######## timer_ctrl ########
--- src/rtl/timer_ctrl.sv ---
// Bus-facing control block for the 24-bit down-counter timer.
// Holds the preload value, runs the prescaler and turns timer expiries into status flags and an interrupt.
module timer_ctrl #(
    parameter logic [7:0]  PRESCALE_RST = 8'd0,
    parameter logic [23:0] LOAD_RST     = 24'd0
) (
    input  logic        clk,
    input  logic        reset,
    input  logic [1:0]  addr,
    input  logic        wr_en,
    input  logic        rd_en,
    input  logic [15:0] wdata,
    output logic [15:0] rdata,
    input  logic [23:0] timer_count,
    input  logic        timer_zero,
    output logic [23:0] load_number,
    output logic        clken,
    output logic        timer_reset,
    output logic        irq
);

    logic [15:0] r_shadow;
    logic [23:0] r_load;
    logic        r_commit;
    logic        r_en;
    logic        r_ie;
    logic [7:0]  r_prescale;
    logic [7:0]  r_pcnt;
    logic        r_clken;
    logic        r_clken_d;
    logic        r_expired;
    logic        r_ovr;
    logic [15:0] r_rdata;
    logic [7:0]  r_snapshot;

    logic w_wr_lo;
    logic w_wr_hi;
    logic w_wr_ctrl;
    logic w_wr_stat;
    logic w_rd_stat;
    logic w_event;
    logic w_clr_exp;
    logic w_clr_ovr;

    assign w_wr_lo   = wr_en & (addr == 2'd0);
    assign w_wr_hi   = wr_en & (addr == 2'd1);
    assign w_wr_ctrl = wr_en & (addr == 2'd2);
    assign w_wr_stat = wr_en & (addr == 2'd3);
    assign w_rd_stat = rd_en & (addr == 2'd3);

    // The timer's output settles on the clken edge, so expiry is judged one cycle after clken.
    assign w_event   = r_clken_d & timer_zero;
    assign w_clr_exp = w_rd_stat | (w_wr_stat & wdata[0]);
    assign w_clr_ovr = w_rd_stat | (w_wr_stat & wdata[1]);

    assign rdata       = r_rdata;
    assign load_number = r_load;
    assign clken       = r_clken;
    assign timer_reset = reset | r_commit;
    assign irq         = r_ie & r_expired;

    always_ff @(posedge clk) begin
        if (reset) begin
            r_shadow   <= 16'd0;
            r_load     <= LOAD_RST;
            r_commit   <= 1'b0;
            r_en       <= 1'b0;
            r_ie       <= 1'b0;
            r_prescale <= PRESCALE_RST;
        end else begin
            r_commit <= 1'b0;
            if (w_wr_lo) begin
                r_shadow <= wdata;
            end
            if (w_wr_hi) begin
                r_load   <= {wdata[7:0], r_shadow};
                r_commit <= 1'b1;
            end
            if (w_wr_ctrl) begin
                r_prescale <= wdata[15:8];
                r_ie       <= wdata[1];
                r_en       <= wdata[0];
            end
        end
    end

    // A CTRL write or a commit restarts the prescale period and swallows any terminal count.
    always_ff @(posedge clk) begin
        if (reset) begin
            r_pcnt    <= 8'd0;
            r_clken   <= 1'b0;
            r_clken_d <= 1'b0;
        end else begin
            r_clken_d <= r_clken;
            if (w_wr_ctrl || r_commit || !r_en) begin
                r_pcnt  <= 8'd0;
                r_clken <= 1'b0;
            end else if (r_pcnt == r_prescale) begin
                r_pcnt  <= 8'd0;
                r_clken <= 1'b1;
            end else begin
                r_pcnt  <= r_pcnt + 8'd1;
                r_clken <= 1'b0;
            end
        end
    end

    always_ff @(posedge clk) begin
        if (reset) begin
            r_expired <= 1'b0;
            r_ovr     <= 1'b0;
        end else begin
            if (w_event) begin
                r_expired <= 1'b1;
            end else if (w_clr_exp) begin
                r_expired <= 1'b0;
            end
            if (w_event && r_expired) begin
                r_ovr <= 1'b1;
            end else if (w_clr_ovr) begin
                r_ovr <= 1'b0;
            end
        end
    end

    always_ff @(posedge clk) begin
        if (reset) begin
            r_rdata    <= 16'd0;
            r_snapshot <= 8'd0;
        end else if (rd_en) begin
            case (addr)
                2'd0: begin
                    r_rdata    <= timer_count[15:0];
                    r_snapshot <= timer_count[23:16];
                end
                2'd1:    r_rdata <= {8'h00, r_snapshot};
                2'd2:    r_rdata <= {r_prescale, 6'b0, r_ie, r_en};
                default: r_rdata <= {14'b0, r_ovr, r_expired};
            endcase
        end
    end

endmodule

--- config.mk ---
export PLATFORM = sky130hd
export DESIGN_NAME = timer_ctrl
export DESIGN_NICKNAME = d
export VERILOG_FILES = /design/src/rtl/timer_ctrl.sv
export SDC_FILE = /design/constraint.sdc
export NUM_CORES = 1
export LEC_CHECK = 0
export ABC_AREA = 0
export CORE_ASPECT_RATIO = 1.2
export CORE_MARGIN = 3
export CORE_UTILIZATION = 35
export DETAILED_ROUTE_END_ITERATION = 10
export PLACE_DENSITY = 0.63
export SYNTH_ARGS = -nofsm -noshare
export SYNTH_HDL_FRONTEND = slang
export SYNTH_SLANG_ARGS = --single-unit
--- constraint.sdc ---
create_clock -name clk -period 3.6 [get_ports clk]
set_input_delay 0.72 -clock clk [delete_from_list [all_inputs] [get_ports clk]]
set_output_delay 0.72 -clock clk [all_outputs]
set_load 0.02 [all_outputs]
######## noc_resp_axilite_bridge_flat ########
<file path="config.mk">
export PLATFORM = sky130hd
export DESIGN_NAME = noc_resp_axilite_bridge_flat
export DESIGN_NICKNAME = d
export VERILOG_FILES = /design/src/rtl/noc_resp_axilite_bridge_if.sv /design/src/rtl/noc_resp_axilite_bridge.sv /design/src/flat_wrapper.sv
export SDC_FILE = /design/constraint.sdc
export NUM_CORES = 2
export LEC_CHECK = 0
export CORE_ASPECT_RATIO = 1.2
export CORE_MARGIN = 2
export CORE_UTILIZATION = 43
export DETAILED_ROUTE_END_ITERATION = 6
export GPL_TIMING_DRIVEN = 0
export PLACE_DENSITY = 0.66
export SYNTH_ARGS = -nofsm -noshare
export SYNTH_HDL_FRONTEND = slang
export SYNTH_SLANG_ARGS = --single-unit
export TNS_END_PERCENT = 50
</file>
<file path="constraint.sdc">
create_clock -name clk -period 39.7 [get_ports clk]
set_input_delay 3.97 -clock clk [delete_from_list [all_inputs] [get_ports clk]]
set_output_delay 3.97 -clock clk [all_outputs]
set_load 0.1 [all_outputs]
</file>
<file path="src/rtl/noc_resp_axilite_bridge_if.sv">
// Bus bundle for the NoC response to AXI-Lite R/B bridge.
//
// Handshake rule for every channel here: a transfer happens on the rising
// clock edge where both valid and ready are high. The source holds data and
// valid stable until that edge, and ready never depends on valid.
interface noc_resp_axilite_bridge_if #(
  parameter int NOC_DATA_WIDTH      = 64,
  parameter int AXI_LITE_DATA_WIDTH = 512,
  parameter int AXI_LITE_RESP_WIDTH = 2
);
  logic                           noc_valid_in;
  logic [NOC_DATA_WIDTH-1:0]      noc_data_in;
  logic                           noc_ready_out;
  logic [AXI_LITE_DATA_WIDTH-1:0] m_axi_rdata;
  logic [AXI_LITE_RESP_WIDTH-1:0] m_axi_rresp;
  logic                           m_axi_rvalid;
  logic                           m_axi_rready;
  logic [AXI_LITE_RESP_WIDTH-1:0] m_axi_bresp;
  logic                           m_axi_bvalid;
  logic                           m_axi_bready;

  // Bridge side: consumes NoC flits, drives the AXI-Lite R and B channels.
  modport master (
    input  noc_valid_in, noc_data_in,
    output noc_ready_out,
    output m_axi_rdata, m_axi_rresp, m_axi_rvalid,
    input  m_axi_rready,
    output m_axi_bresp, m_axi_bvalid,
    input  m_axi_bready
  );

  // Environment side: NoC flit source and AXI-Lite response sink.
  modport slave (
    output noc_valid_in, noc_data_in,
    input  noc_ready_out,
    input  m_axi_rdata, m_axi_rresp, m_axi_rvalid,
    output m_axi_rready,
    input  m_axi_bresp, m_axi_bvalid,
    output m_axi_bready
  );
endinterface

</file>
<file path="src/rtl/noc_resp_axilite_bridge.sv">
// Converts OpenPiton NC load/store memory-ack packets into AXI-Lite R and B
// beats. Load payload flits are assembled LSB-flit-first into one RDATA word;
// store acks produce a B beat; unknown packets are consumed and counted.
`ifndef MSG_TYPE
`define MSG_TYPE 21:14
`endif
`ifndef MSG_LENGTH
`define MSG_LENGTH 29:22
`endif
`ifndef MSG_TYPE_NC_LOAD_MEM_ACK
`define MSG_TYPE_NC_LOAD_MEM_ACK 8'd26
`endif
`ifndef MSG_TYPE_NC_STORE_MEM_ACK
`define MSG_TYPE_NC_STORE_MEM_ACK 8'd27
`endif

module noc_resp_axilite_bridge #(
  parameter int NOC_DATA_WIDTH      = 64,
  parameter int AXI_LITE_DATA_WIDTH = 512,
  parameter int AXI_LITE_RESP_WIDTH = 2,
  parameter int R_FIFO_DEPTH        = 4,
  parameter int B_FIFO_DEPTH        = 4,
  parameter int SWAP_ENDIANESS      = 0
) (
  input  logic                         clk,
  input  logic                         rst_n,
  noc_resp_axilite_bridge_if.master    bus,
  output logic [7:0]                   drop_cnt,
  output logic [1:0]                   dbg_state
);
  localparam int NW        = NOC_DATA_WIDTH;
  localparam int AW        = AXI_LITE_DATA_WIDTH;
  localparam int RW        = AXI_LITE_RESP_WIDTH;
  localparam int RATIO     = AW / NW;
  localparam int NOC_BYTES = NW / 8;
  localparam int R_AW      = $clog2(R_FIFO_DEPTH);
  localparam int B_AW      = $clog2(B_FIFO_DEPTH);
  localparam logic [RW-1:0] RESP_OKAY   = '0;
  localparam logic [RW-1:0] RESP_SLVERR = RW'(2);

  typedef enum logic [1:0] {
    ST_HDR        = 2'd0,
    ST_LOAD_DATA  = 2'd1,
    ST_STORE_DATA = 2'd2,
    ST_DROP       = 2'd3
  } state_e;

  state_e          state_q, state_d;
  logic [7:0]      len_q, len_d;
  logic [7:0]      cnt_q, cnt_d;
  logic [7:0]      drop_cnt_q, drop_cnt_d;
  logic [AW-1:0]   asm_q, asm_d;

  logic [7:0]      hdr_type;
  logic [7:0]      hdr_len;
  logic [NW-1:0]   flit_sw;
  logic [AW-1:0]   asm_fill;
  logic            last_beat;
  logic            r_req, b_req, drop_done;
  logic [AW-1:0]   r_push_data;
  logic [RW-1:0]   r_push_resp;
  logic            ready, go;

  logic [R_AW:0]   r_wptr_q, r_wptr_d, r_rptr_q, r_rptr_d;
  logic [B_AW:0]   b_wptr_q, b_wptr_d, b_rptr_q, b_rptr_d;
  logic [AW-1:0]   r_data_mem [R_FIFO_DEPTH];
  logic [RW-1:0]   r_resp_mem [R_FIFO_DEPTH];
  logic [RW-1:0]   b_resp_mem [B_FIFO_DEPTH];
  logic            r_empty, r_full, b_empty, b_full;
  logic            r_push, r_pop, b_push, b_pop;

  assign hdr_type  = bus.noc_data_in[`MSG_TYPE];
  assign hdr_len   = bus.noc_data_in[`MSG_LENGTH];
  assign last_beat = (cnt_q == len_q - 8'd1);

  // Optional byte reversal of the incoming payload flit.
  always_comb begin
    flit_sw = bus.noc_data_in;
    if (SWAP_ENDIANESS != 0) begin
      for (int i = 0; i < NOC_BYTES; i++) begin
        flit_sw[i*8 +: 8] = bus.noc_data_in[(NOC_BYTES-1-i)*8 +: 8];
      end
    end
  end

  // Assembly word with the current flit dropped into slot cnt; beyond R slots the flit is lost.
  always_comb begin
    asm_fill = asm_q;
    for (int i = 0; i < RATIO; i++) begin
      if (cnt_q == 8'(i)) asm_fill[i*NW +: NW] = flit_sw;
    end
  end

  // Classify the presented flit: does it complete an R push, a B push or a drop.
  always_comb begin
    r_req       = 1'b0;
    b_req       = 1'b0;
    drop_done   = 1'b0;
    r_push_data = '0;
    r_push_resp = RESP_OKAY;
    case (state_q)
      ST_HDR: begin
        if (hdr_len == 8'd0) begin
          if (hdr_type == `MSG_TYPE_NC_LOAD_MEM_ACK) begin
            r_req       = 1'b1;
            r_push_resp = RESP_SLVERR;
          end else if (hdr_type == `MSG_TYPE_NC_STORE_MEM_ACK) begin
            b_req = 1'b1;
          end else begin
            drop_done = 1'b1;
          end
        end
      end
      ST_LOAD_DATA: begin
        r_req       = last_beat;
        r_push_data = asm_fill;
      end
      ST_STORE_DATA: b_req     = last_beat;
      ST_DROP:       drop_done = last_beat;
      default: ;
    endcase
    // Stall only a flit that would push into a full FIFO.
    ready = !(r_req && r_full) && !(b_req && b_full);
    go    = bus.noc_valid_in && ready;
  end

  // Packet FSM next-state: header decode, beat counting, assembly and drop counting.
  always_comb begin
    state_d    = state_q;
    len_d      = len_q;
    cnt_d      = cnt_q;
    asm_d      = asm_q;
    drop_cnt_d = drop_cnt_q;
    if (go) begin
      case (state_q)
        ST_HDR: begin
          len_d = hdr_len;
          cnt_d = 8'd0;
          if (hdr_len != 8'd0) begin
            if (hdr_type == `MSG_TYPE_NC_LOAD_MEM_ACK)       state_d = ST_LOAD_DATA;
            else if (hdr_type == `MSG_TYPE_NC_STORE_MEM_ACK) state_d = ST_STORE_DATA;
            else                                             state_d = ST_DROP;
          end
        end
        ST_LOAD_DATA: begin
          cnt_d = cnt_q + 8'd1;
          asm_d = asm_fill;
          if (last_beat) begin
            asm_d   = '0;
            state_d = ST_HDR;
          end
        end
        ST_STORE_DATA, ST_DROP: begin
          cnt_d = cnt_q + 8'd1;
          if (last_beat) state_d = ST_HDR;
        end
        default: state_d = ST_HDR;
      endcase
      if (drop_done && drop_cnt_q != 8'hFF) drop_cnt_d = drop_cnt_q + 8'd1;
    end
  end

  // Packet FSM registers.
  always_ff @(posedge clk or negedge rst_n) begin
    if (!rst_n) begin
      state_q    <= ST_HDR;
      len_q      <= '0;
      cnt_q      <= '0;
      asm_q      <= '0;
      drop_cnt_q <= '0;
    end else begin
      state_q    <= state_d;
      len_q      <= len_d;
      cnt_q      <= cnt_d;
      asm_q      <= asm_d;
      drop_cnt_q <= drop_cnt_d;
    end
  end

  // FIFO status and pointer updates; the extra pointer bit tells full from empty.
  always_comb begin
    r_empty  = (r_wptr_q == r_rptr_q);
    r_full   = (r_wptr_q[R_AW] != r_rptr_q[R_AW]) && (r_wptr_q[R_AW-1:0] == r_rptr_q[R_AW-1:0]);
    b_empty  = (b_wptr_q == b_rptr_q);
    b_full   = (b_wptr_q[B_AW] != b_rptr_q[B_AW]) && (b_wptr_q[B_AW-1:0] == b_rptr_q[B_AW-1:0]);
    r_push   = go && r_req;
    b_push   = go && b_req;
    r_pop    = !r_empty && bus.m_axi_rready;
    b_pop    = !b_empty && bus.m_axi_bready;
    r_wptr_d = r_wptr_q + (R_AW+1)'(r_push);
    r_rptr_d = r_rptr_q + (R_AW+1)'(r_pop);
    b_wptr_d = b_wptr_q + (B_AW+1)'(b_push);
    b_rptr_d = b_rptr_q + (B_AW+1)'(b_pop);
  end

  // FIFO pointer registers.
  always_ff @(posedge clk or negedge rst_n) begin
    if (!rst_n) begin
      r_wptr_q <= '0;
      r_rptr_q <= '0;
      b_wptr_q <= '0;
      b_rptr_q <= '0;
    end else begin
      r_wptr_q <= r_wptr_d;
      r_rptr_q <= r_rptr_d;
      b_wptr_q <= b_wptr_d;
      b_rptr_q <= b_rptr_d;
    end
  end

  // FIFO storage; contents are masked at the outputs while empty, so no reset needed.
  always_ff @(posedge clk) begin
    if (r_push) begin
      r_data_mem[r_wptr_q[R_AW-1:0]] <= r_push_data;
      r_resp_mem[r_wptr_q[R_AW-1:0]] <= r_push_resp;
    end
    if (b_push) b_resp_mem[b_wptr_q[B_AW-1:0]] <= RESP_OKAY;
  end

  // Output drive: head-of-FIFO beats, zeroed when the channel is idle.
  always_comb begin
    bus.noc_ready_out = ready;
    bus.m_axi_rvalid  = !r_empty;
    bus.m_axi_rdata   = r_empty ? '0 : r_data_mem[r_rptr_q[R_AW-1:0]];
    bus.m_axi_rresp   = r_empty ? '0 : r_resp_mem[r_rptr_q[R_AW-1:0]];
    bus.m_axi_bvalid  = !b_empty;
    bus.m_axi_bresp   = b_empty ? '0 : b_resp_mem[b_rptr_q[B_AW-1:0]];
    drop_cnt          = drop_cnt_q;
    dbg_state         = state_q;
  end
endmodule

</file>
<file path="src/flat_wrapper.sv">
// flat-port wrapper written by rule: the top's interface ports become plain ports
module noc_resp_axilite_bridge_flat 
#(
  parameter int NOC_DATA_WIDTH      = 64,
  parameter int AXI_LITE_DATA_WIDTH = 512,
  parameter int AXI_LITE_RESP_WIDTH = 2,
  parameter int R_FIFO_DEPTH        = 4,
  parameter int B_FIFO_DEPTH        = 4,
  parameter int SWAP_ENDIANESS      = 0
)
  (clk, rst_n, drop_cnt, dbg_state, bus_noc_valid_in, bus_noc_data_in, bus_noc_ready_out, bus_m_axi_rdata, bus_m_axi_rresp, bus_m_axi_rvalid, bus_m_axi_rready, bus_m_axi_bresp, bus_m_axi_bvalid, bus_m_axi_bready);
  noc_resp_axilite_bridge_if #(.NOC_DATA_WIDTH(NOC_DATA_WIDTH), .AXI_LITE_DATA_WIDTH(AXI_LITE_DATA_WIDTH), .AXI_LITE_RESP_WIDTH(AXI_LITE_RESP_WIDTH)) bus_i ();
  input  logic clk;
  input  logic rst_n;
  output logic [7:0] drop_cnt;
  output logic [1:0] dbg_state;
  input wire logic [$bits(bus_i.noc_valid_in)-1:0] bus_noc_valid_in;
  input wire logic [$bits(bus_i.noc_data_in)-1:0] bus_noc_data_in;
  output wire logic [$bits(bus_i.noc_ready_out)-1:0] bus_noc_ready_out;
  output wire logic [$bits(bus_i.m_axi_rdata)-1:0] bus_m_axi_rdata;
  output wire logic [$bits(bus_i.m_axi_rresp)-1:0] bus_m_axi_rresp;
  output wire logic [$bits(bus_i.m_axi_rvalid)-1:0] bus_m_axi_rvalid;
  input wire logic [$bits(bus_i.m_axi_rready)-1:0] bus_m_axi_rready;
  output wire logic [$bits(bus_i.m_axi_bresp)-1:0] bus_m_axi_bresp;
  output wire logic [$bits(bus_i.m_axi_bvalid)-1:0] bus_m_axi_bvalid;
  input wire logic [$bits(bus_i.m_axi_bready)-1:0] bus_m_axi_bready;
  assign bus_i.noc_valid_in = bus_noc_valid_in;
  assign bus_i.noc_data_in = bus_noc_data_in;
  assign bus_noc_ready_out = bus_i.noc_ready_out;
  assign bus_m_axi_rdata = bus_i.m_axi_rdata;
  assign bus_m_axi_rresp = bus_i.m_axi_rresp;
  assign bus_m_axi_rvalid = bus_i.m_axi_rvalid;
  assign bus_i.m_axi_rready = bus_m_axi_rready;
  assign bus_m_axi_bresp = bus_i.m_axi_bresp;
  assign bus_m_axi_bvalid = bus_i.m_axi_bvalid;
  assign bus_i.m_axi_bready = bus_m_axi_bready;
  noc_resp_axilite_bridge #(.NOC_DATA_WIDTH(NOC_DATA_WIDTH), .AXI_LITE_DATA_WIDTH(AXI_LITE_DATA_WIDTH), .AXI_LITE_RESP_WIDTH(AXI_LITE_RESP_WIDTH), .R_FIFO_DEPTH(R_FIFO_DEPTH), .B_FIFO_DEPTH(B_FIFO_DEPTH), .SWAP_ENDIANESS(SWAP_ENDIANESS)) u_core (.clk(clk), .rst_n(rst_n), .bus(bus_i), .drop_cnt(drop_cnt), .dbg_state(dbg_state));
endmodule
</file>
==> timer_ctrl/gate_families.png <==
(4 px per um)
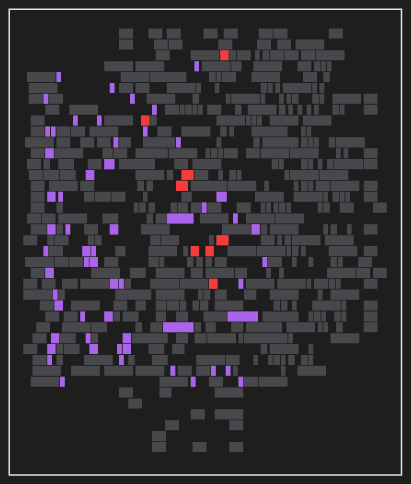
| family | colour | cells | most used |
|---|---|---|---|
| AND and OR gates | red | 8 | or3_1 |
| NOR gates | purple | 57 | nor2_1 |
Top cell excl fill/tap: clkdlybuf4s50_1
combinational fraction of the cell area: 34.4%
number of non-filler instances in the completed layout: 598

==> out/summary.log, timer_ctrl <==
qor: critical_path.arrival 2.77 ns
qor: outcome.status finished, final reports clean
qor: placement.gpl.final_weighted_congestion 0.759
qor: power.maximum_vdd_ir_drop 0.251 mV
qor: grt.grt_pass1_vias 2839
qor: clocking.insertion_delay 0.33 ns
qor: critical_path.crit_fanout 24
qor: die.row_count 39
qor: finish.largest_register_ffs 24
qor: die.floorplanUtilization 36.6%
qor: critical_path.timing.reg2reg.worst_path_depth 4
qor: die.die_area 11300 um2
qor: yosys.yosys.area.top_type dfxtp_1
qor: clocking.cts_setup_buffers 0
qor: yosys.post-synth-top-area-fraction 49.3%
qor: min_path.whs_endpoint load_number[0]
qor: yosys.syn-num-nets 440
qor: yosys.synth.comb.largest_family simple AND/OR/NAND/NOR gates
qor: yosys.postSynthRegisterBits 87
qor: yosys.post_synth_most_frequent_cells 87 x dfxtp_1, 84 x nand2_1, 58 x a21oi_1
qor: power.seq_power 1.00 mW
qor: power.internal_power_contribution 1.63 mW
qor: finish.insertedDiodeCount 0
qor: die.dieWidth 97.7 um
qor: critical_path.worst_path_max_delay_cell and3b_1
qor: clocking.cts_repair_resized_insts 0
qor: yosys.synth.area.top_cells dfxtp_1 49%, nand2_1 8.9%, a21oi_1 8.2%
qor: critical_path.timing.critical_path.required 3.86 ns
qor: clocking.cts_buffers 9
qor: critical_path.path_delay_family simple AND/OR/NAND/NOR gates
qor: die.core_region_area 9660 um2
qor: timing.worst_pin_slew 0.829 ns
qor: min_path.min_path_type reg -> reg
qor: clocking.cts_tree done
==> timer_ctrl: worst max path at each step <==
stage	to	slack [ns]	depth (start not counted)
after floorplan	timer_reset	1.50	3
after global placement	load_number[19]	0.79	4
after detailed placement	load_number[19]	0.74	4
after CTS	load_number[16]	1.07	4
after global routing	load_number[19]	0.85	4
final	load_number[9]	1.09	4
==> timer_ctrl: cell families (layout without fill, tap and decap cells) <==
logic type,count (synthesis),count (layout)
simple gates,157,157
flops,87,87
compound gates,71,71
mux,36,36
buf+inv,29,112
xor+xnor,11,11
fa+ha+maj,1,1
==> timer_ctrl: layout make-up <==
| cell class | count | area share [%] |
|---|---|---|
| well taps | 123 | 3.24 |
| clock inverters | 5 | 1.24 |
| clock buffers | 11 | 4.90 |
| repair buffers | 94 | 19.4 |
| flip-flops and latches | 87 | 36.7 |
| multi-input cells | 276 | 34.4 |
| inverters | 2 | 0.158 |
==> timer_ctrl: stage by stage <==
stage	total power, mW	area (um2)	util [%]	cells
2_1_floorplan	1.13	3530	-	392
3_3_place_gp	1.22	4460	46.1	582
3_5_place_dp	1.23	4460	46.1	582
4_1_cts	2.14	4750	49.2	598
5_1_grt	2.21	4750	49.2	598
6_report	2.11	4750	49.2	598
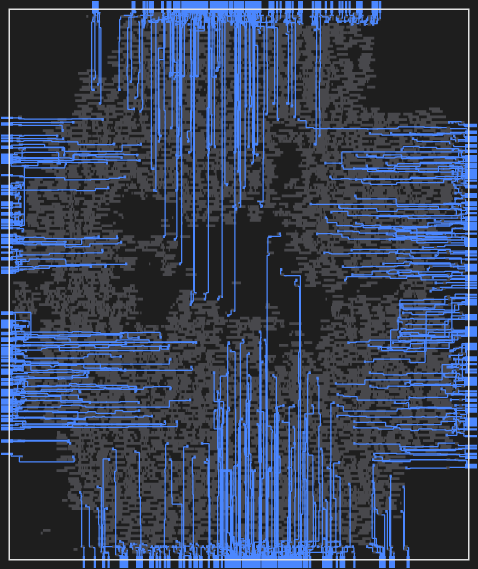
(noc_resp_axilite_bridge_flat/port_nets.png)
(1 px per um)
| port | colour | bits | direction | end cells | buffers | wire |
|---|---|---|---|---|---|---|
| bus_m_axi_rdata | blue | 512 | output | 512 | 513 | 40.4 mm |
count of buffers inserted at the top-level ports: 531
ports placed on the boundary: 598

==> out/summary.log, noc_resp_axilite_bridge_flat <==
qor: timing.final-max-slew-violation-count 11
qor: grt.grt_pass1_vias 62800
qor: timing.timing.clock.skew 0.0348 ns
qor: placement.dpl.hpwl 217000 um
qor: finish.number_of_nets_in_the_finished_design 7364
qor: power.net-switching-power 1.24 mW
qor: placement.detailedPlace.worstSlack 28.72 ns
qor: critical_path.crit_fanout 9
qor: min_path.whs_path_depth 1
qor: yosys.async_flop_share 21.1%
qor: critical_path.worst_path_max_delay_cell clkbuf_1
qor: yosys.postSynthSeqShare 70.8%
qor: drt.routed_length_per_placed_instance 29.8 um
qor: power.power.leakage 43.3 nW
qor: placement.dpl_cell_area 118000 um2
qor: outcome.status finished with violations
qor: critical_path.arrival 7.06 ns
qor: critical_path.timing.reg2reg.worst_path_depth 16
qor: placement.dp.cells 10200
qor: power.power_top_consumer sequential cells
qor: clocking.cts_tree done
qor: finish.stdcell_count 10700
qor: power.maximum_vdd_ir_drop 0.0352 mV
qor: critical_path.rrSetupSlack 34.50 ns
qor: power.sw_frac_of_total 21.9%
qor: power.seq_power 2.91 mW
qor: power.internal_power_contribution 4.42 mW
qor: critical_path.timing.critical_path.required 35.73 ns
qor: outcome.violations max-capacitance violations, max-slew violations
qor: drt.detailroute.wirelength.met3 28600 um
qor: grt.grt_start_max_net_pins 110
qor: finish.inverters_excl_clock 8
qor: finish.seq_cell_count 2602
qor: critical_path.worst_r2r_startpoint u_core.dbg_state[1]
qor: timing.worst_pin_slew 1.50 ns
qor: run.cap_violations 3
## noc_resp_axilite_bridge_flat: synthesized netlist by cell type (11+ instances only)
cell type,number
a22o_1,517
clkbuf_1,216
edfxtp_1,2052
xor2_1,14
ha_1,18
nor2_1,11
buf_2,177
buf_1,47
and2_1,522
xnor2_1,13
and3_1,17
buf_6,46
buf_4,32
mux4_2,513
nand2_1,1036
a21boi_0,304
dfrtp_1,550
a21boi_1,208
## noc_resp_axilite_bridge_flat: worst max-delay path: cells and delay by family
kind	cells	cell delay, ns
buf+inv	2	2.08
simple gates	2	0.64
compound gates	2	0.34
## noc_resp_axilite_bridge_flat: kinds of logic after synthesis
group                    Yosys count  synth area share (%)
other                              1               0.00352
AND/OR/NAND/NOR                 1637                  7.23
buffers and inverters            526                  2.50
XOR/XNOR                          27                 0.222
flip-flops                      2602                  70.8
AND-OR/OR-AND                   1052                  8.04
adder cells (fa/ha/maj)           18                 0.212
multiplexers                     522                  11.0
## noc_resp_axilite_bridge_flat: state kept, by name (all words and copies together), names as in the netlist, 4 cells and up
name	cells
u_core.r_data_mem	2048
u_core.asm_q	512
u_core.cnt_q	8
u_core.drop_cnt	8
u_core.len_q	8
u_core.r_resp_mem	4

==> layout pictures side by side <==
Cell placement.
picture 1
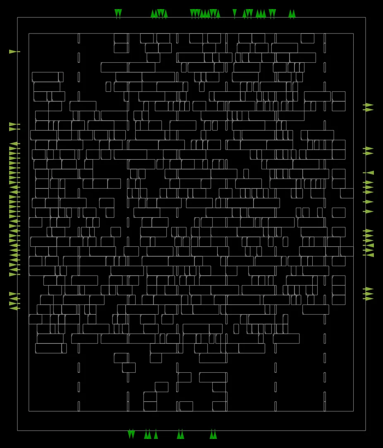
picture 2
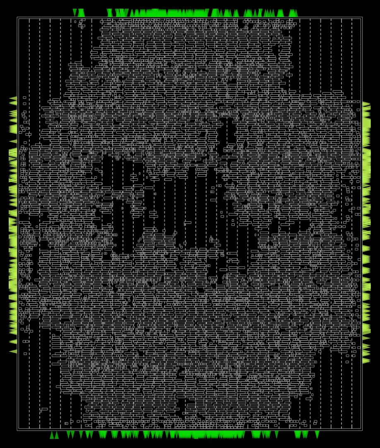
For timer_ctrl, see picture 1.
For noc_resp_axilite_bridge_flat, see picture 2.
- most cells: picture 2
- most sequential cells: picture 2


######## uart_rx_ctrl ########
==> uart_rx_ctrl/drive_strength.png <==
(12 px per um)
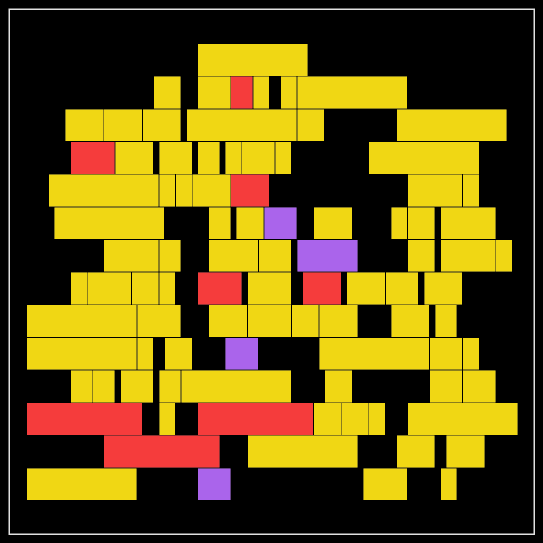

===== config.mk =====
export PLATFORM = sky130hd
export DESIGN_NAME = uart_rx_ctrl
export DESIGN_NICKNAME = d
export VERILOG_FILES = /design/src/rtl/uart_pkg.sv /design/src/rtl/rx_bit_timer.sv /design/src/rtl/uart_rx_ctrl.sv
export SDC_FILE = /design/constraint.sdc
export NUM_CORES = 1
export LEC_CHECK = 0
export CORE_UTILIZATION = 55
export DETAILED_ROUTE_END_ITERATION = 8
export DONT_BUFFER_PORTS = 1
export PLACE_DENSITY_LB_ADDON = 0.2
export SYNTH_ARGS = -nofsm -noshare
export SYNTH_HDL_FRONTEND = slang
export SYNTH_SLANG_ARGS = --single-unit
export TNS_END_PERCENT = 10

===== constraint.sdc =====
create_clock -name clk -period 2.8 [get_ports clk]
set_input_delay 0.42 -clock clk [delete_from_list [all_inputs] [get_ports clk]]
set_output_delay 0.42 -clock clk [all_outputs]
set_load 0.02 [all_outputs]

===== src/rtl/uart_pkg.sv =====
// Shared types and constants for the UART receive path.
package uart_pkg;

    localparam int FRAME_BITS = 9;

    typedef enum logic [2:0] {
        IDLE  = 3'd0,
        START = 3'd1,
        DATA  = 3'd2,
        CHECK = 3'd3,
        LOAD  = 3'd4
    } rx_state_t;

endpackage


===== src/rtl/rx_bit_timer.sv =====
// Cycle timer and strobe counter for the UART receiver; counts to mid start bit
// in half mode and to a full bit period otherwise.
module rx_bit_timer
    import uart_pkg::*;
#(
    parameter int CLKS_PER_BIT = 10
) (
    input  logic       clk,
    input  logic       rst,
    input  logic       enable,
    input  logic       clear,
    input  logic       half_mode,
    output logic       tick,
    output logic [3:0] bit_count
);

    localparam int            TW        = $clog2(CLKS_PER_BIT);
    localparam logic [TW-1:0] FULL_TERM = TW'(CLKS_PER_BIT - 1);
    localparam logic [TW-1:0] HALF_TERM = TW'(CLKS_PER_BIT / 2 - 1);
    localparam logic [3:0]    COUNT_MAX = 4'(FRAME_BITS);

    logic [TW-1:0] timer;

    assign tick = enable && (timer == (half_mode ? HALF_TERM : FULL_TERM));

    // NOTE: non-blocking assignments make every flop here sample pre-edge values.
    always_ff @(posedge clk or posedge rst) begin
        if (rst) begin
            timer     <= '0;
            bit_count <= '0;
        end else if (clear) begin
            timer     <= '0;
            bit_count <= '0;
        end else if (enable) begin
            if (tick) begin
                timer <= '0;
                // Only full-period ticks are data strobes; the half tick confirms the start bit.
                if (!half_mode && bit_count != COUNT_MAX) begin
                    bit_count <= bit_count + 4'd1;
                end
            end else begin
                timer <= timer + 1'b1;
            end
        end
    end

endmodule


===== src/rtl/uart_rx_ctrl.sv =====
// UART receive control: line synchronizer, frame FSM, and consumer-facing
// ready/framing/overrun status.
module uart_rx_ctrl
    import uart_pkg::*;
#(
    parameter int CLKS_PER_BIT = 10
) (
    input  logic clk,
    input  logic rst,
    input  logic serial_in,
    input  logic stop_bit,
    input  logic data_read,
    output logic line_sync,
    output logic shift_strobe,
    output logic load_buffer,
    output logic data_ready,
    output logic framing_error,
    output logic overrun_error,
    output logic rx_busy
);

    rx_state_t  state;
    rx_state_t  state_next;
    logic       sync_meta;
    logic       line_prev;
    logic       tick;
    logic [3:0] bit_count;
    logic       start_edge;
    logic       last_bit;

    // Idle-high reset values keep the synchronizer from faking a start edge.
    always_ff @(posedge clk or posedge rst) begin
        if (rst) begin
            sync_meta <= 1'b1;
            line_sync <= 1'b1;
            line_prev <= 1'b1;
        end else begin
            sync_meta <= serial_in;
            line_sync <= sync_meta;
            line_prev <= line_sync;
        end
    end

    assign start_edge = line_prev && !line_sync;
    assign last_bit   = (bit_count == 4'(FRAME_BITS - 1));

    rx_bit_timer #(
        .CLKS_PER_BIT(CLKS_PER_BIT)
    ) u_bit_timer (
        .clk      (clk),
        .rst      (rst),
        .enable   (state == START || state == DATA),
        .clear    (state == IDLE),
        .half_mode(state == START),
        .tick     (tick),
        .bit_count(bit_count)
    );

    // NOTE: the default assignment first keeps this block free of inferred latches.
    always_comb begin
        state_next = state;
        case (state)
            IDLE:    if (start_edge) state_next = START;
            START:   if (tick) state_next = line_sync ? IDLE : DATA;
            DATA:    if (tick && last_bit) state_next = CHECK;
            CHECK:   state_next = stop_bit ? LOAD : IDLE;
            LOAD:    state_next = IDLE;
            default: state_next = IDLE;
        endcase
    end

    always_ff @(posedge clk or posedge rst) begin
        if (rst) begin
            state <= IDLE;
        end else begin
            state <= state_next;
        end
    end

    assign shift_strobe = (state == DATA) && tick;
    assign load_buffer  = (state == LOAD);
    assign rx_busy      = (state != IDLE);

    // A load coinciding with a read hands the new byte over cleanly: no overrun.
    always_ff @(posedge clk or posedge rst) begin
        if (rst) begin
            data_ready    <= 1'b0;
            framing_error <= 1'b0;
            overrun_error <= 1'b0;
        end else begin
            if (state == START && tick && !line_sync) begin
                framing_error <= 1'b0;
            end else if (state == CHECK && !stop_bit) begin
                framing_error <= 1'b1;
            end

            if (load_buffer) begin
                data_ready <= 1'b1;
            end else if (data_read) begin
                data_ready <= 1'b0;
            end

            if (load_buffer && data_ready && !data_read) begin
                overrun_error <= 1'b1;
            end else if (data_read) begin
                overrun_error <= 1'b0;
            end
        end
    end

endmodule


######## sub_shift_pipe ########
[src/rtl/sub_shift_pkg.sv]
// Shared types and status codes for the pipelined subtract-shift unit.
package sub_shift_pkg;

  // Overflow handling selected per operation
  typedef enum logic [1:0] {
    MODE_FLAG = 2'b00,
    MODE_SAT  = 2'b01,
    MODE_WRAP = 2'b10,
    MODE_RSVD = 2'b11
  } mode_e;

  localparam logic [3:0] ST_OK      = 4'b0000;
  localparam logic [3:0] ST_ZERO    = 4'b0001;
  localparam logic [3:0] ST_OVF     = 4'b1001;
  localparam logic [3:0] ST_SAT     = 4'b1010;
  localparam logic [3:0] ST_WRAP    = 4'b1011;
  localparam logic [3:0] ST_BADMODE = 4'b1110;

endpackage

[src/rtl/sub_shift_fmt.sv]
// Classifies an exact E-bit difference against the K-bit result range and
// formats result/status according to the overflow mode. Purely combinational.
module sub_shift_fmt
  import sub_shift_pkg::*;
#(
  parameter int unsigned E = 17,
  parameter int unsigned K = 8
) (
  input  logic [E-1:0] d,
  input  mode_e        mode,
  output logic [K-1:0] result,
  output logic [3:0]   status,
  output logic         ovf
);

  logic         out_of_range;
  logic [K-1:0] d_k;

  if (E > K) begin : g_narrow
    assign d_k = d[K-1:0];
    // Fits in K bits only if every bit from K-1 upward matches the sign bit
    assign out_of_range = (d[E-1:K-1] != {(E-K+1){d[E-1]}});
  end else begin : g_wide
    assign d_k          = K'($signed(d));
    assign out_of_range = 1'b0;
  end

  // Mode-dependent formatting; reserved mode ignores the range check
  always_comb begin
    result = '0;
    status = ST_OK;
    ovf    = 1'b0;
    if (mode == MODE_RSVD) begin
      status = ST_BADMODE;
    end else if (out_of_range) begin
      ovf = 1'b1;
      case (mode)
        MODE_FLAG: status = ST_OVF;
        MODE_SAT: begin
          status = ST_SAT;
          result = d[E-1] ? {1'b1, {(K-1){1'b0}}} : {1'b0, {(K-1){1'b1}}};
        end
        MODE_WRAP: begin
          status = ST_WRAP;
          result = d_k;
        end
        default: ;
      endcase
    end else begin
      result = d_k;
      status = (d_k == '0) ? ST_ZERO : ST_OK;
    end
  end

endmodule

[src/rtl/sub_shift_pipe.sv]
// Two-stage valid/ready pipeline computing A - (B << shift) with selectable
// overflow handling and a saturating count of overflowed results delivered.
module sub_shift_pipe
  import sub_shift_pkg::*;
#(
  parameter int unsigned M  = 8,
  parameter int unsigned K  = 8,
  parameter int unsigned SW = $clog2(M),
  parameter int unsigned CW = 8
) (
  input  logic          i_clk,
  input  logic          i_rst,
  input  logic          i_valid,
  output logic          o_ready,
  input  logic [M-1:0]  i_arg_A,
  input  logic [M-1:0]  i_arg_B,
  input  logic [SW-1:0] i_shift,
  input  logic [1:0]    i_mode,
  output logic          o_valid,
  input  logic          i_ready,
  output logic [K-1:0]  o_result,
  output logic [3:0]    o_status,
  output logic [CW-1:0] o_ovf_cnt,
  input  logic          i_clr_cnt
);

  // 2M+1 bits hold the exact difference for any legal shift
  localparam int unsigned E = 2 * M + 1;

  logic          s1_valid;
  logic [E-1:0]  s1_d;
  mode_e         s1_mode;
  logic          ovf_q;
  logic          s1_adv;
  logic          s2_adv;
  logic [SW-1:0] sh;
  logic [E-1:0]  a_ext;
  logic [E-1:0]  b_ext;
  logic [E-1:0]  d_new;
  logic [K-1:0]  f_result;
  logic [3:0]    f_status;
  logic          f_ovf;

  assign s2_adv  = !o_valid || i_ready;
  assign s1_adv  = !s1_valid || s2_adv;
  assign o_ready = s1_adv;

  // Shift codes past M-1 only exist when M is not a power of two
  if ((1 << SW) > M) begin : g_clamp
    assign sh = (i_shift >= SW'(M - 1)) ? SW'(M - 1) : i_shift;
  end else begin : g_noclamp
    assign sh = i_shift;
  end

  assign a_ext = {{(E-M){i_arg_A[M-1]}}, i_arg_A};
  assign b_ext = {{(E-M){i_arg_B[M-1]}}, i_arg_B};
  assign d_new = a_ext - (b_ext << sh);

  // Stage 1: capture exact difference and mode when a bundle is accepted
  always_ff @(posedge i_clk or posedge i_rst) begin
    if (i_rst) begin
      s1_valid <= 1'b0;
      s1_d     <= '0;
      s1_mode  <= MODE_FLAG;
    end else if (s1_adv) begin
      s1_valid <= i_valid;
      if (i_valid) begin
        s1_d    <= d_new;
        s1_mode <= mode_e'(i_mode);
      end
    end
  end

  sub_shift_fmt #(
    .E(E),
    .K(K)
  ) u_fmt (
    .d     (s1_d),
    .mode  (s1_mode),
    .result(f_result),
    .status(f_status),
    .ovf   (f_ovf)
  );

  // Stage 2: latch formatted result; holds while downstream stalls
  always_ff @(posedge i_clk or posedge i_rst) begin
    if (i_rst) begin
      o_valid  <= 1'b0;
      o_result <= '0;
      o_status <= ST_OK;
      ovf_q    <= 1'b0;
    end else if (s2_adv) begin
      o_valid <= s1_valid;
      if (s1_valid) begin
        o_result <= f_result;
        o_status <= f_status;
        ovf_q    <= f_ovf;
      end
    end
  end

  // Overflow counter: counts on delivery, saturates, clear has priority
  always_ff @(posedge i_clk or posedge i_rst) begin
    if (i_rst) begin
      o_ovf_cnt <= '0;
    end else if (i_clr_cnt) begin
      o_ovf_cnt <= '0;
    end else if (o_valid && i_ready && ovf_q && (o_ovf_cnt != '1)) begin
      o_ovf_cnt <= o_ovf_cnt + CW'(1);
    end
  end

endmodule

[config.mk]
export PLATFORM = sky130hd
export DESIGN_NAME = sub_shift_pipe
export DESIGN_NICKNAME = d
export VERILOG_FILES = /design/src/rtl/sub_shift_pkg.sv /design/src/rtl/sub_shift_fmt.sv /design/src/rtl/sub_shift_pipe.sv
export SDC_FILE = /design/constraint.sdc
export NUM_CORES = 1
export LEC_CHECK = 0
export CORE_UTILIZATION = 34
export DETAILED_ROUTE_END_ITERATION = 6
export HOLD_SLACK_MARGIN = 0.15
export MAX_ROUTING_LAYER = met4
export PLACE_DENSITY = 0.54
export SYNTH_ARGS = -nofsm -noshare
export SYNTH_HDL_FRONTEND = slang
export SYNTH_SLANG_ARGS = --single-unit
[constraint.sdc]
create_clock -name i_clk -period 2.2 [get_ports i_clk]
set_input_delay 0.44 -clock i_clk [delete_from_list [all_inputs] [get_ports i_clk]]
set_output_delay 0.44 -clock i_clk [all_outputs]
set_load 0.01 [all_outputs]

==> notes/layouts.md <==
Pictures saved along the way, in no particular order.

Logic cells by family.
Plate I
(4 px per um)
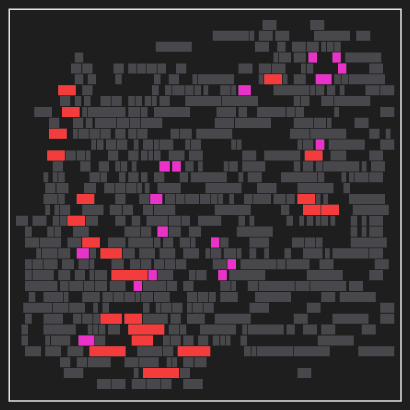
Plate II
(12 px per um)
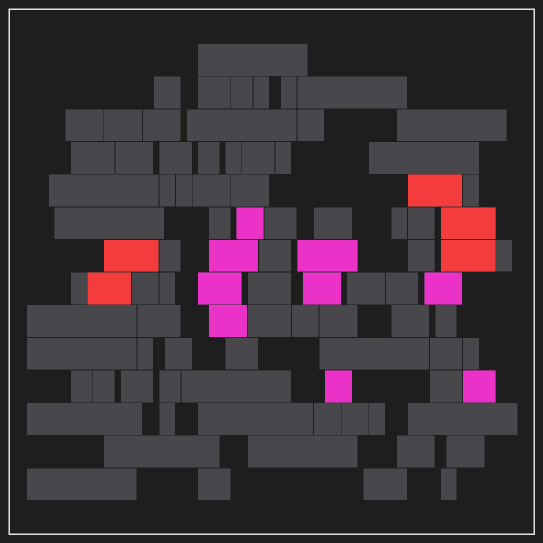
sub_shift_pipe is Plate I.
uart_rx_ctrl is Plate II.
The one with the largest die is Plate I.
The one with the most cells is Plate I.

==> uart_rx_ctrl/port_nets.png <==
(6 px per um)
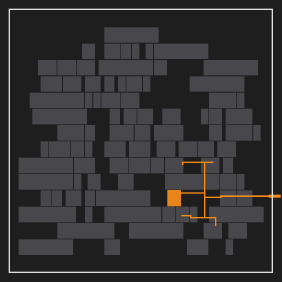
| port | colour | bits | direction | end cells | buffers | wire |
|---|---|---|---|---|---|---|
| rx_busy | orange | 1 | output | 1 | 0 | 37.0 um |
count of buffers inserted at the top-level ports: 0
ports placed on the boundary: 12

About uart_rx_ctrl/drive_strength.png:
| size | colour | cells | most used |
|---|---|---|---|
| drive 3 to 4 | purple | 4 | clkbuf_4 |
| drive 2 | red | 8 | dfstp_2 |
| drive 1 or less | yellow | 80 | dfrtp_1 |
final worst slack: 0.561 ns
buffers outside the clock class: 0
total non-filler cell area in the finished layout: 985 um2
post-synthesis to final-layout area growth: 3.42%

==> out/summary.log, uart_rx_ctrl <==
qor: grt.wire_length_of_the_first_global_routing_pass 2930 um
qor: yosys.flop_cell dfrtp_1
qor: timing.final-hold-violation-count 0
qor: power.power.clock.fraction 18.5%
qor: critical_path.timing.critical_path.required 2.38 ns
qor: yosys.yosys.area_share.adder 6.31%
qor: finish.layout.cells.most_common_list 14 x dfrtp_1, 6 x inv_1, 6 x nand2_1
qor: yosys.synth_warnings 0
qor: drt.drc 2
qor: finish.seq_cell_count 17
qor: outcome.status finished with violations
qor: critical_path.startpoint_type flip-flop
qor: power.power_top_consumer sequential cells
qor: outcome.violations design-rule violations
qor: timing.final-max-slew-violation-count 0
qor: yosys.async_flop_share 100%
qor: drt.dr_total_vias 726
qor: drt.detailroute.wirelength.met3 85 um
qor: yosys.synth_dominant_cell_count dfrtp_1
qor: critical_path.worst_setup_path_startpoint state[1]
qor: drt.via_per_inst 6.72
qor: die.floorplanUtilization 61.1%
qor: clocking.clkTransAtPathRegs 0.10 ns
qor: timing.achievable-frequency 0.447 GHz
qor: yosys.yosys.area.top_type dfrtp_1
qor: power.share_seq_of_total_power 52.0%
qor: power.sw_frac_of_total 37.5%
qor: clocking.insertion_delay 0.29 ns
qor: finish.final-seq-area 429 um2
qor: grt.grt_pass1_vias 667
qor: run.cap_violations 0
qor: yosys.avgSynthCellArea 10.3 um2
qor: critical_path.worst_r2r_startpoint state[1]
qor: yosys.post-synth-top-area-fraction 36.8%
[uart_rx_ctrl: flip-flops by register name, indices dropped and copies added (netlist names)]
name and flops:
u_bit_timer.bit_count 4, u_bit_timer.timer 4, state 3, data_ready 1, framing_error 1, line_prev 1, line_sync 1, overrun_error 1
sync_meta 1
[uart_rx_ctrl: worst min-delay path by stage]
stage                         start                       end  slack [ns]  cells past startpoint
after global placement    sync_meta                 line_sync        0.35                      0
after CTS                       rst  u_bit_timer.bit_count[1]         0.1                      1
final                           rst  u_bit_timer.bit_count[1]        0.09                      1
after floorplan                 rst                data_ready        0.34                      1
after global routing      serial_in                 sync_meta         0.1                      0
after detailed placement  sync_meta                 line_sync        0.35                      0
[uart_rx_ctrl: metrics by stage]
step                      cell area (um2)  setup slack [ns]  instances  util (%)
after detailed placement              957             0.896        104      61.4
after global routing                  985             0.479        108      63.2
after global placement                957             0.896        104      61.4
after floorplan                       952              1.07         92         -
after CTS                             985             0.562        108      63.2
final                                 985             0.561        108      63.2
[uart_rx_ctrl: critical path: stages, from the launching register on]
cell	delay, ns
dfrtp_1	0.62
or4b_4	0.56
nor2_1	0.35
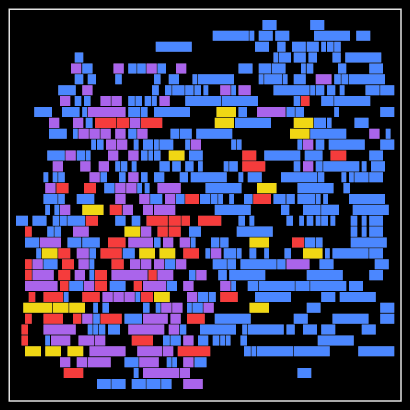
(sub_shift_pipe/drive_strength.png)
(4 px per um)
| size | colour | cells | most used |
|---|---|---|---|
| drive 1 or less | blue | 310 | dfrtp_1 |
| drive 3 to 4 | purple | 100 | buf_4 |
| drive 2 | red | 50 | a21oi_2 |
| drive 6 and up | yellow | 21 | buf_6 |

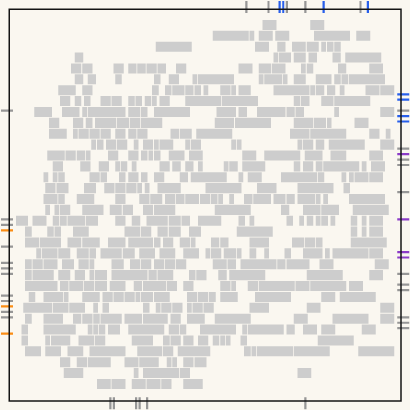
(sub_shift_pipe/pins.png)
(4 px per um) Pins as bars across the die edge, other pins in grey.
| port | colour | pins | direction | edge |
|---|---|---|---|---|
| o_status | purple | 4 | output | right |
| i_shift | orange | 3 | input | left |
| o_ovf_cnt | blue | 8 | output | 4 top, 4 right |

==> out/summary.log, sub_shift_pipe <==
qor: finish.regMostFlops s1_d
qor: outcome.status finished with violations
qor: timing.fin_ws -0.150 ns
qor: power.power.clock.total 0.573 mW
qor: clocking.cts_buffers 5
qor: yosys.number_of_flops_mapped_to_enable_cells_by_yosys 0
qor: clocking.cts.sink_count 42
qor: power.seq_power 1.03 mW
qor: clocking.clkTransAtPathRegs 0.07 ns
qor: timing.timing.setup.tns -1.10 ns
qor: critical_path.timing.critical_path.to_type flip-flop
qor: die.floorplanUtilization 35.4%
qor: timing.hold_ws 0.482 ns
qor: timing.max-slew-margin-rel 65.0%
qor: outcome.violations negative setup slack
qor: timing.setup_viol 11
## sub_shift_pipe: cell usage after synthesis (9+ instances only)
library cell	number	share of area (%)
o21ai_0	21	3.4
dfrtp_1	42	34
nand4_1	11	2.2
inv_1	15	1.8
ha_1	20	8.1
a21oi_1	28	4.5
mux2i_1	11	3.5
nand3_1	13	2.1
nor3_1	9	1.5
nor2_1	25	3.0
nand2_1	39	4.7
## sub_shift_pipe: repair_timing
item                       4_1_cts  5_1_grt
pin swaps                       42       28
buffers inserted                13        7
resized                         91       31
setup endpoints to repair       15       13
## sub_shift_pipe: final cells by class
type | count | area (um2)
repair buffers | 131 | 1120
multi-input cells | 285 | 2260
flip-flops and latches | 42 | 1050
inverters | 15 | 56.3
well taps | 108 | 135
fillers | 799 | 4030
clock buffers | 8 | 110
## sub_shift_pipe: metal layers
| metal | wire length [um] | up-vias | share of wire, % | GRT usage (%) |
|---|---|---|---|---|
| li1 | - | 1569 | - | - |
| met1 | 3780 | 1452 | 46 | 22.5 |
| met2 | 4040 | 57 | 49 | 29.8 |
| met3 | 259 | 11 | 3.2 | 2.52 |
| met4 | 115 | 0 | 1.4 | 5.54 |
| met5 | 0 | - | 0 | - |

No activity file was given, so power comes from the tool's default toggle rates.
